######## block 1 ########
block_1/class_map.png
(3 px per um) Fill, decap, tap and diode cells in grey.
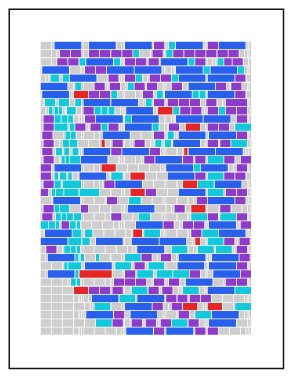
block_1/m3.png
(4 px per um)
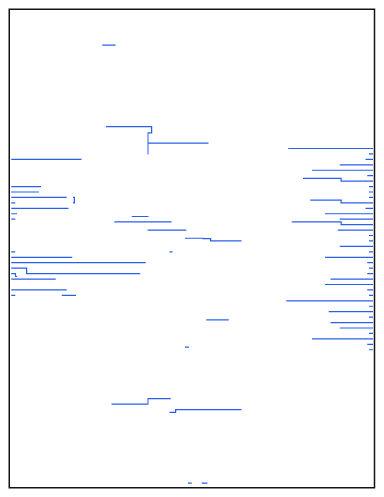
**src/rtl/fc_mac_if.sv**
```systemverilog
// Control, memory-read and PE operand/accumulator signals of fc_mac_sequencer.
// master = sequencer side, slave = memories / PE / consumer side.
interface fc_mac_if #(
  parameter int DATA_WIDTH = 16,
  parameter int ADDR_W     = 6
);
  logic                    start;
  logic                    busy;
  logic [ADDR_W-1:0]       in_addr;
  logic [ADDR_W-1:0]       w_addr;
  logic [DATA_WIDTH-1:0]   in_rd_data;
  logic [DATA_WIDTH-1:0]   w_rd_data;
  logic [DATA_WIDTH-1:0]   input_fc;
  logic [DATA_WIDTH-1:0]   iweight_FC;
  logic                    start_FC;
  logic [2*DATA_WIDTH-1:0] acc_in;
  logic [2*DATA_WIDTH-1:0] result;
  logic                    result_valid;
  logic                    result_ready;

  modport master (
    input  start, in_rd_data, w_rd_data, acc_in, result_ready,
    output busy, in_addr, w_addr, input_fc, iweight_FC, start_FC, result, result_valid
  );

  modport slave (
    output start, in_rd_data, w_rd_data, acc_in, result_ready,
    input  busy, in_addr, w_addr, input_fc, iweight_FC, start_FC, result, result_valid
  );
endinterface

```
**src/rtl/fc_mac_sequencer.sv**
```systemverilog
// Dot-product sequencer for the FC PE MAC: clear, feed VEC_LEN operand pairs, drain, capture.
// Build option FC_RELU_EN: clamp negative accumulator values (sign bit set) to zero at capture.
//
// state | meaning
// IDLE  | waiting for start
// CLEAR | one cycle, start_FC pulses, addresses reset to 0
// FEED  | VEC_LEN cycles, address k issued in the k-th cycle
// DRAIN | DRAIN_CYCLES+2 cycles, memory latency + operand reg + PE pipeline; capture on last
// HOLD  | result_valid until result_ready
module fc_mac_sequencer #(
  parameter int DATA_WIDTH   = 16,
  parameter int VEC_LEN      = 64,
  parameter int ADDR_W       = 6,
  parameter int DRAIN_CYCLES = 4
) (
  input  logic     clk,
  input  logic     rst_n,
  fc_mac_if.master bus
);
  localparam int                DCNT_W     = $clog2(DRAIN_CYCLES + 2);
  localparam logic [ADDR_W-1:0] LAST_ADDR  = ADDR_W'(VEC_LEN - 1);
  localparam logic [DCNT_W-1:0] DRAIN_LOAD = DCNT_W'(DRAIN_CYCLES + 1);

  typedef enum logic [2:0] {IDLE, CLEAR, FEED, DRAIN, HOLD} state_t;

  state_t                  state_q, state_d;
  logic [ADDR_W-1:0]       addr_q;
  logic [DCNT_W-1:0]       drain_cnt_q;
  logic                    feed_vld_q;
  logic [DATA_WIDTH-1:0]   op_a_q, op_b_q;
  logic [2*DATA_WIDTH-1:0] result_q, capture_val;
  logic                    feed_last, drain_done;

  assign feed_last  = (addr_q == LAST_ADDR);
  assign drain_done = (drain_cnt_q == '0);

`ifdef FC_RELU_EN
  assign capture_val = bus.acc_in[2*DATA_WIDTH-1] ? '0 : bus.acc_in;
`else
  assign capture_val = bus.acc_in;
`endif

  always_comb begin
    state_d = state_q;
    unique case (state_q)
      IDLE:    if (bus.start)        state_d = CLEAR;
      CLEAR:                         state_d = FEED;
      FEED:    if (feed_last)        state_d = DRAIN;
      DRAIN:   if (drain_done)       state_d = HOLD;
      HOLD:    if (bus.result_ready) state_d = IDLE;
      default:                       state_d = IDLE;
    endcase
  end

  always_ff @(posedge clk or negedge rst_n) begin
    if (!rst_n) begin
      state_q     <= IDLE;
      addr_q      <= '0;
      drain_cnt_q <= '0;
      feed_vld_q  <= 1'b0;
      op_a_q      <= '0;
      op_b_q      <= '0;
      result_q    <= '0;
    end else begin
      state_q    <= state_d;
      // Valid pipe: address issue -> memory data -> operand register.
      feed_vld_q <= (state_q == FEED);
      op_a_q     <= feed_vld_q ? bus.in_rd_data : '0;
      op_b_q     <= feed_vld_q ? bus.w_rd_data  : '0;

      if (state_q == IDLE && bus.start)
        addr_q <= '0;
      else if (state_q == FEED && !feed_last)
        addr_q <= addr_q + ADDR_W'(1);

      if (state_q == FEED)
        drain_cnt_q <= DRAIN_LOAD;
      else if (state_q == DRAIN && !drain_done)
        drain_cnt_q <= drain_cnt_q - DCNT_W'(1);

      if (state_q == DRAIN && drain_done)
        result_q <= capture_val;
    end
  end

  assign bus.busy         = (state_q != IDLE);
  assign bus.start_FC     = (state_q == CLEAR);
  assign bus.result_valid = (state_q == HOLD);
  assign bus.in_addr      = addr_q;
  assign bus.w_addr       = addr_q;
  assign bus.input_fc     = op_a_q;
  assign bus.iweight_FC   = op_b_q;
  assign bus.result       = result_q;
endmodule

```
**src/flat_wrapper.sv**
```systemverilog
// flat-port wrapper written by rule: the top's interface ports become plain ports
module fc_mac_sequencer_flat 
#(
  parameter int DATA_WIDTH   = 16,
  parameter int VEC_LEN      = 64,
  parameter int ADDR_W       = 6,
  parameter int DRAIN_CYCLES = 4
)
  (clk, rst_n, bus_start, bus_in_rd_data, bus_w_rd_data, bus_acc_in, bus_result_ready, bus_busy, bus_in_addr, bus_w_addr, bus_input_fc, bus_iweight_FC, bus_start_FC, bus_result, bus_result_valid);
  fc_mac_if #(.DATA_WIDTH(DATA_WIDTH), .ADDR_W(ADDR_W)) bus_i ();
  input  logic clk;
  input  logic rst_n;
  input wire logic [$bits(bus_i.start)-1:0] bus_start;
  input wire logic [$bits(bus_i.in_rd_data)-1:0] bus_in_rd_data;
  input wire logic [$bits(bus_i.w_rd_data)-1:0] bus_w_rd_data;
  input wire logic [$bits(bus_i.acc_in)-1:0] bus_acc_in;
  input wire logic [$bits(bus_i.result_ready)-1:0] bus_result_ready;
  output wire logic [$bits(bus_i.busy)-1:0] bus_busy;
  output wire logic [$bits(bus_i.in_addr)-1:0] bus_in_addr;
  output wire logic [$bits(bus_i.w_addr)-1:0] bus_w_addr;
  output wire logic [$bits(bus_i.input_fc)-1:0] bus_input_fc;
  output wire logic [$bits(bus_i.iweight_FC)-1:0] bus_iweight_FC;
  output wire logic [$bits(bus_i.start_FC)-1:0] bus_start_FC;
  output wire logic [$bits(bus_i.result)-1:0] bus_result;
  output wire logic [$bits(bus_i.result_valid)-1:0] bus_result_valid;
  assign bus_i.start = bus_start;
  assign bus_i.in_rd_data = bus_in_rd_data;
  assign bus_i.w_rd_data = bus_w_rd_data;
  assign bus_i.acc_in = bus_acc_in;
  assign bus_i.result_ready = bus_result_ready;
  assign bus_busy = bus_i.busy;
  assign bus_in_addr = bus_i.in_addr;
  assign bus_w_addr = bus_i.w_addr;
  assign bus_input_fc = bus_i.input_fc;
  assign bus_iweight_FC = bus_i.iweight_FC;
  assign bus_start_FC = bus_i.start_FC;
  assign bus_result = bus_i.result;
  assign bus_result_valid = bus_i.result_valid;
  fc_mac_sequencer #(.DATA_WIDTH(DATA_WIDTH), .VEC_LEN(VEC_LEN), .ADDR_W(ADDR_W), .DRAIN_CYCLES(DRAIN_CYCLES)) u_core (.clk(clk), .rst_n(rst_n), .bus(bus_i));
endmodule
```
**config.mk**
```make
export PLATFORM = sky130hd
export DESIGN_NAME = fc_mac_sequencer_flat
export DESIGN_NICKNAME = d
export VERILOG_FILES = /design/src/rtl/fc_mac_if.sv /design/src/rtl/fc_mac_sequencer.sv /design/src/flat_wrapper.sv
export SDC_FILE = /design/constraint.sdc
export NUM_CORES = 1
export LEC_CHECK = 0
export CAP_MARGIN = 20
export CORE_ASPECT_RATIO = 1.4
export CORE_MARGIN = 10
export CORE_UTILIZATION = 44
export CTS_CLUSTER_DIAMETER = 80
export DETAILED_ROUTE_END_ITERATION = 6
export HOLD_SLACK_MARGIN = 0.12
export PLACE_DENSITY = 0.93
export SYNTH_ARGS = -nofsm -noshare
export SYNTH_HDL_FRONTEND = slang
export SYNTH_SLANG_ARGS = --single-unit
```
**constraint.sdc**
```tcl
create_clock -name clk -period 2.6 [get_ports clk]
set_input_delay 0.52 -clock clk [delete_from_list [all_inputs] [get_ports clk]]
set_output_delay 0.52 -clock clk [all_outputs]
set_load 0.05 [all_outputs]
```
==> qor.txt <==
flip-flop and latch count after synthesis: 77
top post-synthesis cells by count: sky130_fd_sc_hd__dfrtp_1, sky130_fd_sc_hd__and2_1, sky130_fd_sc_hd__mux2_4, sky130_fd_sc_hd__nand2_1, sky130_fd_sc_hd__buf_4
largest non-sequential cell family by area: multiplexers
met2 Usage GRT: 29.7%
run status: completed
number of placed I/O pins: 147
total grt overflow: 0
logic gate share of total power: 56.8%
synthesized-area fraction occupied by ao, oa, aoi and oai cells: 2.83%
Post-Place Cells: 442
switching part of the total power: 46.4%
Hold Buf Count CTS: 0
Final Hold Violation Tally: 0
topmost layer with routed signal wires: met4
Hold Worst Slack: 0.186 ns
final tally of max-slew violations: 0
sequential element share of the synthesized area: 62.2%
violation tally from detailed-route iteration zero: 92
worst setup path endpoint: bus_busy
count of input and output buffers: 146
setup slack at placement: 0.511 ns
met1 layer wirelength in the final routing: 3030 um
setup violators final: 0
initial antenna violation count: 0
P_int: 3630 uW
pin count of the biggest net entering global routing: 78
total met3 wirelength after detailed routing: 548 um
library cell with the largest summed area after synthesis: sky130_fd_sc_hd__dfrtp_1
clock root buffer: sky130_fd_sc_hd__clkbuf_8
Achievable Freq: 409 MHz
Worst Path Class, Setup: reg -> out
Post-route DRC: 0
primary flip-flop cell chosen by synthesis mapping: sky130_fd_sc_hd__dfrtp_1
average routed wire per standard cell: 19.0 um
post-synthesis adder-cell area fraction: 1.21%
slowest library cell on the worst path: sky130_fd_sc_hd__clkdlybuf4s50_1
number of diodes: 0
Critical Path Source: u_core.state_q[2]
sum of negative setup slack: 0 ns
setup repair after global routing missed its margin: no
routed length on met2: 4930 um
About block_1/class_map.png:
[purple] remaining buffers and delay cells | cells: 149 | share of their area: 32%
[blue] registers | cells: 77 | share of their area: 41%
[cyan] remaining logic cells | cells: 121 | share of their area: 22%
[red] clock drivers and dummy loads | cells: 16 | share of their area: 4.3%
site row count: 36
sequential share of cell area: 40.2%
post-layout utilization of the core: 69.5%
final design area excluding fillers: 0.00479 mm2
area of the core: 0.00689 mm2

About block_1/m3.png:
wire length on this layer: 549 um
longest straight run: 33.4 um
Total Wirelength: 8700 um
met3 capacity usage during global routing: 5.97%
DR vias: 2117

-- sequential cells by signal, indices dropped and copies added (netlist names) --
signal                 flops
u_core.bus.result         32
u_core.drain_cnt_q         3
u_core.bus.input_fc       16
u_core.bus.iweight_FC     16
u_core.state_q             3
u_core.feed_vld_q          1
u_core.bus.in_addr         6
-- worst max-delay path: cells and delay by family, from the launching register on --
| kind | cells | cell delay (ns) |
|---|---|---|
| buffers and inverters | 1 | 0.71 |
| DFF | 1 | 0.51 |
| and+or+nand+nor | 1 | 0.36 |
-- power groups by stage --
stage / sequential, uW / combinational (uW) / clock (uW)
final: 2010 / 3850 / 911
after global routing: 2090 / 4010 / 983
after CTS: 2020 / 3900 / 933
after detailed placement: 2040 / 3880 / 0
after global placement: 1990 / 3810 / 0
after floorplan: 3510 / 1090 / 0
-- layout make-up --
type / instances / area (um2)
timing repair buffer: 149 / 1490
clock inverter: 3 / 43.8
inverter: 5 / 18.8
clock buffer: 13 / 159
sequential: 77 / 1930
fill: 474 / 2100
multi-input combinational: 116 / 1030
tap: 95 / 119

######## block 2 ########
==> src/rtl/id_ex_skid_if.sv <==
// ID/EX handshake bundle: ID-side fields in, EX-side registered fields out.
// master = environment (ID producer / EX consumer), slave = the stage.
interface id_ex_skid_if #(
  parameter int DATA_W = 32,
  parameter int REG_W  = 5,
  parameter int WB_W   = 2,
  parameter int M_W    = 3,
  parameter int EX_W   = 4
) ();
  logic              in_valid;
  logic              in_ready;
  logic [WB_W-1:0]   ctlwb_out;
  logic [M_W-1:0]    ctlm_out;
  logic [EX_W-1:0]   ctlex_out;
  logic [DATA_W-1:0] npc;
  logic [DATA_W-1:0] readdat1;
  logic [DATA_W-1:0] readdat2;
  logic [DATA_W-1:0] signext_out;
  logic [REG_W-1:0]  instr_2016;
  logic [REG_W-1:0]  instr_1511;

  logic              out_valid;
  logic              out_ready;
  logic [WB_W-1:0]   wb_ctlout;
  logic [M_W-1:0]    m_ctlout;
  logic [EX_W-1:0]   ex_ctlout;
  logic [DATA_W-1:0] npcout;
  logic [DATA_W-1:0] rdata1out;
  logic [DATA_W-1:0] rdata2out;
  logic [DATA_W-1:0] s_extendout;
  logic [REG_W-1:0]  instrout_2016;
  logic [REG_W-1:0]  instrout_1511;

  modport slave (
    input  in_valid, ctlwb_out, ctlm_out,
    input  ctlex_out, npc, readdat1,
    input  readdat2, signext_out,
    input  instr_2016, instr_1511,
    input  out_ready,
    output in_ready, out_valid,
    output wb_ctlout, m_ctlout, ex_ctlout,
    output npcout, rdata1out, rdata2out,
    output s_extendout,
    output instrout_2016, instrout_1511
  );

  modport master (
    output in_valid, ctlwb_out, ctlm_out,
    output ctlex_out, npc, readdat1,
    output readdat2, signext_out,
    output instr_2016, instr_1511,
    output out_ready,
    input  in_ready, out_valid,
    input  wb_ctlout, m_ctlout, ex_ctlout,
    input  npcout, rdata1out, rdata2out,
    input  s_extendout,
    input  instrout_2016, instrout_1511
  );
endinterface

==> src/rtl/id_ex_skid.sv <==
// ID/EX pipeline register with 2-entry skid buffer (main + skid, FIFO).
// Optional stall counter under macro ID_EX_STALL_CNT_EN.
module id_ex_skid #(
  parameter int DATA_W = 32,
  parameter int REG_W  = 5,
  parameter int WB_W   = 2,
  parameter int M_W    = 3,
  parameter int EX_W   = 4
) (
  input  logic clk,
  input  logic rst,
  input  logic flush,
  id_ex_skid_if.slave bus
`ifdef ID_EX_STALL_CNT_EN
  ,
  output logic [15:0] stall_cnt
`endif
);

  typedef struct packed {
    logic [WB_W-1:0]   wb;
    logic [M_W-1:0]    m;
    logic [EX_W-1:0]   ex;
    logic [DATA_W-1:0] npc;
    logic [DATA_W-1:0] rd1;
    logic [DATA_W-1:0] rd2;
    logic [DATA_W-1:0] sext;
    logic [REG_W-1:0]  rt;
    logic [REG_W-1:0]  rd;
  } ent_t;

  ent_t main_q, main_d;
  ent_t skid_q, skid_d;
  ent_t in_e;
  logic main_v_q, main_v_d;
  logic skid_v_q, skid_v_d;
  logic in_ready_q, in_ready_d;
  logic push, pop;

  always_comb begin
    in_e      = '0;
    in_e.wb   = bus.ctlwb_out;
    in_e.m    = bus.ctlm_out;
    in_e.ex   = bus.ctlex_out;
    in_e.npc  = bus.npc;
    in_e.rd1  = bus.readdat1;
    in_e.rd2  = bus.readdat2;
    in_e.sext = bus.signext_out;
    in_e.rt   = bus.instr_2016;
    in_e.rd   = bus.instr_1511;
  end

  assign push = bus.in_valid & in_ready_q;
  assign pop  = main_v_q & bus.out_ready;

  always_comb begin
    main_d   = main_q;
    main_v_d = main_v_q;
    skid_d   = skid_q;
    skid_v_d = skid_v_q;
    if (flush) begin
      main_v_d = 1'b0;
      skid_v_d = 1'b0;
    end else begin
      unique case (1'b1)
        !main_v_q: begin
          if (push) begin
            main_d   = in_e;
            main_v_d = 1'b1;
          end
        end
        main_v_q & !pop: begin
          if (push) begin
            skid_d   = in_e;
            skid_v_d = 1'b1;
          end
        end
        pop & skid_v_q: begin
          main_d   = skid_q;
          skid_v_d = 1'b0;
        end
        pop & !skid_v_q: begin
          if (push) main_d = in_e;
          main_v_d = push;
        end
        default: ;
      endcase
    end
    // Bubble: control reads zero while data keeps its last value
    if (!main_v_d) begin
      main_d.wb = '0;
      main_d.m  = '0;
      main_d.ex = '0;
    end
    in_ready_d = !skid_v_d;
  end

  always_ff @(posedge clk or negedge rst) begin
    if (!rst) begin
      main_q     <= '0;
      skid_q     <= '0;
      main_v_q   <= 1'b0;
      skid_v_q   <= 1'b0;
      in_ready_q <= 1'b1;
    end else begin
      main_q     <= main_d;
      skid_q     <= skid_d;
      main_v_q   <= main_v_d;
      skid_v_q   <= skid_v_d;
      in_ready_q <= in_ready_d;
    end
  end

  assign bus.in_ready      = in_ready_q;
  assign bus.out_valid     = main_v_q;
  assign bus.wb_ctlout     = main_q.wb;
  assign bus.m_ctlout      = main_q.m;
  assign bus.ex_ctlout     = main_q.ex;
  assign bus.npcout        = main_q.npc;
  assign bus.rdata1out     = main_q.rd1;
  assign bus.rdata2out     = main_q.rd2;
  assign bus.s_extendout   = main_q.sext;
  assign bus.instrout_2016 = main_q.rt;
  assign bus.instrout_1511 = main_q.rd;

`ifdef ID_EX_STALL_CNT_EN
  logic [15:0] stall_cnt_q, stall_cnt_d;
  logic        stall;

  // A flushed entry is discarded, so that cycle is not a stall
  assign stall = main_v_q & !bus.out_ready & !flush;

  always_comb begin
    stall_cnt_d = stall_cnt_q;
    if (stall && stall_cnt_q != 16'hFFFF)
      stall_cnt_d = stall_cnt_q + 16'd1;
  end

  always_ff @(posedge clk or negedge rst) begin
    if (!rst) stall_cnt_q <= '0;
    else      stall_cnt_q <= stall_cnt_d;
  end

  assign stall_cnt = stall_cnt_q;
`endif

endmodule

==> src/flat_wrapper.sv <==
// flat-port wrapper written by rule: the top's interface ports become plain ports
module id_ex_skid_flat 
#(
  parameter int DATA_W = 32,
  parameter int REG_W  = 5,
  parameter int WB_W   = 2,
  parameter int M_W    = 3,
  parameter int EX_W   = 4
)
  (clk, rst, flush, bus_in_valid, bus_ctlwb_out, bus_ctlm_out, bus_ctlex_out, bus_npc, bus_readdat1, bus_readdat2, bus_signext_out, bus_instr_2016, bus_instr_1511, bus_out_ready, bus_in_ready, bus_out_valid, bus_wb_ctlout, bus_m_ctlout, bus_ex_ctlout, bus_npcout, bus_rdata1out, bus_rdata2out, bus_s_extendout, bus_instrout_2016, bus_instrout_1511);
  id_ex_skid_if #(.DATA_W(DATA_W), .REG_W(REG_W), .WB_W(WB_W), .M_W(M_W), .EX_W(EX_W)) bus_i ();
  input  logic clk;
  input  logic rst;
  input  logic flush;
  input wire logic [$bits(bus_i.in_valid)-1:0] bus_in_valid;
  input wire logic [$bits(bus_i.ctlwb_out)-1:0] bus_ctlwb_out;
  input wire logic [$bits(bus_i.ctlm_out)-1:0] bus_ctlm_out;
  input wire logic [$bits(bus_i.ctlex_out)-1:0] bus_ctlex_out;
  input wire logic [$bits(bus_i.npc)-1:0] bus_npc;
  input wire logic [$bits(bus_i.readdat1)-1:0] bus_readdat1;
  input wire logic [$bits(bus_i.readdat2)-1:0] bus_readdat2;
  input wire logic [$bits(bus_i.signext_out)-1:0] bus_signext_out;
  input wire logic [$bits(bus_i.instr_2016)-1:0] bus_instr_2016;
  input wire logic [$bits(bus_i.instr_1511)-1:0] bus_instr_1511;
  input wire logic [$bits(bus_i.out_ready)-1:0] bus_out_ready;
  output wire logic [$bits(bus_i.in_ready)-1:0] bus_in_ready;
  output wire logic [$bits(bus_i.out_valid)-1:0] bus_out_valid;
  output wire logic [$bits(bus_i.wb_ctlout)-1:0] bus_wb_ctlout;
  output wire logic [$bits(bus_i.m_ctlout)-1:0] bus_m_ctlout;
  output wire logic [$bits(bus_i.ex_ctlout)-1:0] bus_ex_ctlout;
  output wire logic [$bits(bus_i.npcout)-1:0] bus_npcout;
  output wire logic [$bits(bus_i.rdata1out)-1:0] bus_rdata1out;
  output wire logic [$bits(bus_i.rdata2out)-1:0] bus_rdata2out;
  output wire logic [$bits(bus_i.s_extendout)-1:0] bus_s_extendout;
  output wire logic [$bits(bus_i.instrout_2016)-1:0] bus_instrout_2016;
  output wire logic [$bits(bus_i.instrout_1511)-1:0] bus_instrout_1511;
  assign bus_i.in_valid = bus_in_valid;
  assign bus_i.ctlwb_out = bus_ctlwb_out;
  assign bus_i.ctlm_out = bus_ctlm_out;
  assign bus_i.ctlex_out = bus_ctlex_out;
  assign bus_i.npc = bus_npc;
  assign bus_i.readdat1 = bus_readdat1;
  assign bus_i.readdat2 = bus_readdat2;
  assign bus_i.signext_out = bus_signext_out;
  assign bus_i.instr_2016 = bus_instr_2016;
  assign bus_i.instr_1511 = bus_instr_1511;
  assign bus_i.out_ready = bus_out_ready;
  assign bus_in_ready = bus_i.in_ready;
  assign bus_out_valid = bus_i.out_valid;
  assign bus_wb_ctlout = bus_i.wb_ctlout;
  assign bus_m_ctlout = bus_i.m_ctlout;
  assign bus_ex_ctlout = bus_i.ex_ctlout;
  assign bus_npcout = bus_i.npcout;
  assign bus_rdata1out = bus_i.rdata1out;
  assign bus_rdata2out = bus_i.rdata2out;
  assign bus_s_extendout = bus_i.s_extendout;
  assign bus_instrout_2016 = bus_i.instrout_2016;
  assign bus_instrout_1511 = bus_i.instrout_1511;
  id_ex_skid #(.DATA_W(DATA_W), .REG_W(REG_W), .WB_W(WB_W), .M_W(M_W), .EX_W(EX_W)) u_core (.clk(clk), .rst(rst), .flush(flush), .bus(bus_i));
endmodule
==> config.mk <==
export PLATFORM = sky130hd
export DESIGN_NAME = id_ex_skid_flat
export DESIGN_NICKNAME = d
export VERILOG_FILES = /design/src/rtl/id_ex_skid_if.sv /design/src/rtl/id_ex_skid.sv /design/src/flat_wrapper.sv
export SDC_FILE = /design/constraint.sdc
export NUM_CORES = 1
export LEC_CHECK = 0
export ABC_AREA = 1
export ABC_CLOCK_PERIOD_IN_PS = 3600
export CORE_MARGIN = 2
export CORE_UTILIZATION = 55
export DETAILED_ROUTE_END_ITERATION = 10
export GPL_ROUTABILITY_DRIVEN = 0
export HOLD_SLACK_MARGIN = 0.02
export MAX_ROUTING_LAYER = met4
export PLACE_DENSITY = 0.86
export RECOVER_POWER = 100
export SYNTH_ARGS = -nofsm -noshare
export SYNTH_HDL_FRONTEND = slang
export SYNTH_SLANG_ARGS = --single-unit
==> constraint.sdc <==
create_clock -name clk -period 3.6 [get_ports clk]
set_clock_uncertainty 0.15 [all_clocks]
set_input_delay 0.36 -clock clk [delete_from_list [all_inputs] [get_ports clk]]
set_output_delay 0.36 -clock clk [all_outputs]
set_load 0.01 [all_outputs]
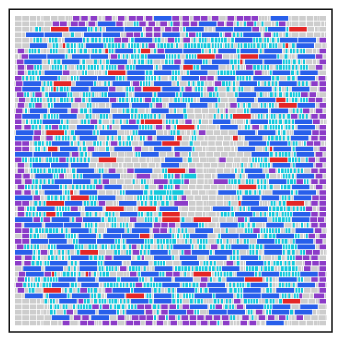
block_2/class_map.png
(2 px per um) Fill, decap, tap and diode cells in grey.
[blue] registers | cells: 297 | share of their area: 44%
[purple] remaining buffers and delay cells | cells: 321 | share of their area: 19%
[red] clock drivers and dummy loads | cells: 50 | share of their area: 5.4%
[cyan] remaining logic cells | cells: 1351 | share of their area: 32%
final design area excluding fillers: 0.0175 mm2
post-layout utilization of the core: 72.3%
site row count: 57

==> qor.txt <==
CP most frequent cell: sky130_fd_sc_hd__nand3_1
Clock Sinks: 297
DR vias: 12706
Top cells excl fill/tap: sky130_fd_sc_hd__nand2_1, sky130_fd_sc_hd__dfrtp_1, sky130_fd_sc_hd__nand3_1
Total Die Area: 0.0258 mm2
number of stages on the worst setup path: 5
data required time at the worst endpoint: 3.92 ns
setup violators final: 0
detail-routed via count per cell: 5.42
sequential power: 4360 uW
H-tree depth reported by CTS: 1
Final Hold Violation Tally: 0
Max Cap Violations: 2
final tally of max-slew violations: 183
run status: finished, violations left
primary flip-flop cell chosen by synthesis mapping: sky130_fd_sc_hd__dfrtp_1
Worst Path Class, Setup: reg -> reg
Critical R2R Capture: u_core.skid_q[67]
CP Launch Type: register
number of cell instances after yosys synthesis: 1775
Combinational Power: 1700 uW
violated checks: max-capacitance violations, max-slew violations
HP Class: in -> reg
TritonCTS buffer count: 30
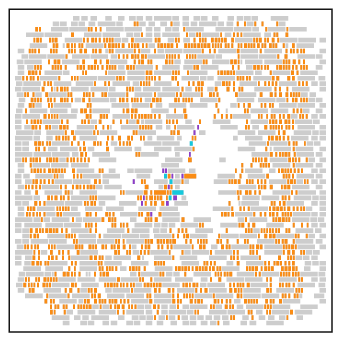
block_2/gates.png
(2 px per um)
[purple] inv cells | cells: 14 | where: centre
[cyan] aoi and oai cells | cells: 5 | where: centre
[orange] nand cells | cells: 1331 | where: widely spread
final standard cell count with taps included and fillers excluded: 2344
most common library cell in the layout ignoring fill and taps: sky130_fd_sc_hd__nand2_1
combinational share of cell area: 31.2%

logic make-up after synthesis:
family                 Yosys count
buffers and inverters          141
AOI/OAI and AO/OA                5
and+or+nand+nor               1332
DFF                            297
metal layers:
layer	GRT usage [%]	vias to the layer above	wire length (um)
met5	-	-	0
met4	11.7	0	1310
met3	5.97	93	3200
met2	46.6	601	17500
met1	40.1	6010	15800
li1	-	6002	-
tightest hold or removal path, delay by kind of cell:
family,cells,cell delay [ns]
simple gates,2,0.13
buf+inv,1,0.41
metrics by stage:
stage                     std cells  utilization (%)  area [um2]
after floorplan                1775                -       13500
after global placement         2292             68.6       16600
after detailed placement       2292             68.6       16600
after CTS                      2343             72.5       17500
after global routing           2343             72.2       17500
final                          2344             72.3       17500
cell type report:
cell class	count	area [um2]	area share [%]
repair buffers	321	3200	18.3
diodes	1	2.50	0.0143
well taps	324	405	2.32
flip-flops and latches	297	7430	42.6
inverters	14	56.3	0.322
clock buffers	44	885	5.06
clock inverters	6	35.0	0.201
multi-input cells	1337	5450	31.2
repair_timing:
action / CTS / global route
gates resized: 0 / 0
hold endpoints to repair: 108 / 0
hold buffers: 1 / 0


==> notes/layouts.md <==
Pictures saved along the way, in no particular order.

Routing congestion.
image #1
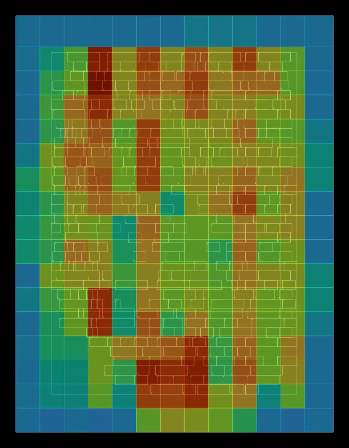
image #2
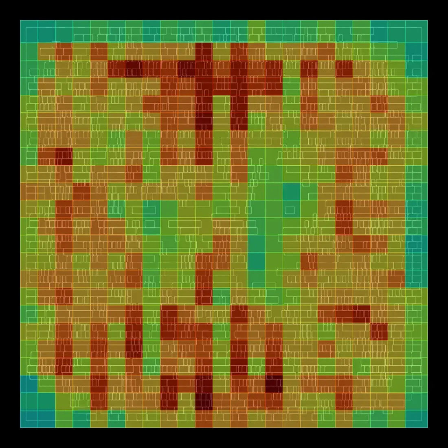
image #2: block 2
image #1: block 1
The one with the highest track usage is image #2.
The one with the most wire per cell is image #1.

Power figures rest on the tool's default switching activity, not on a simulated workload.
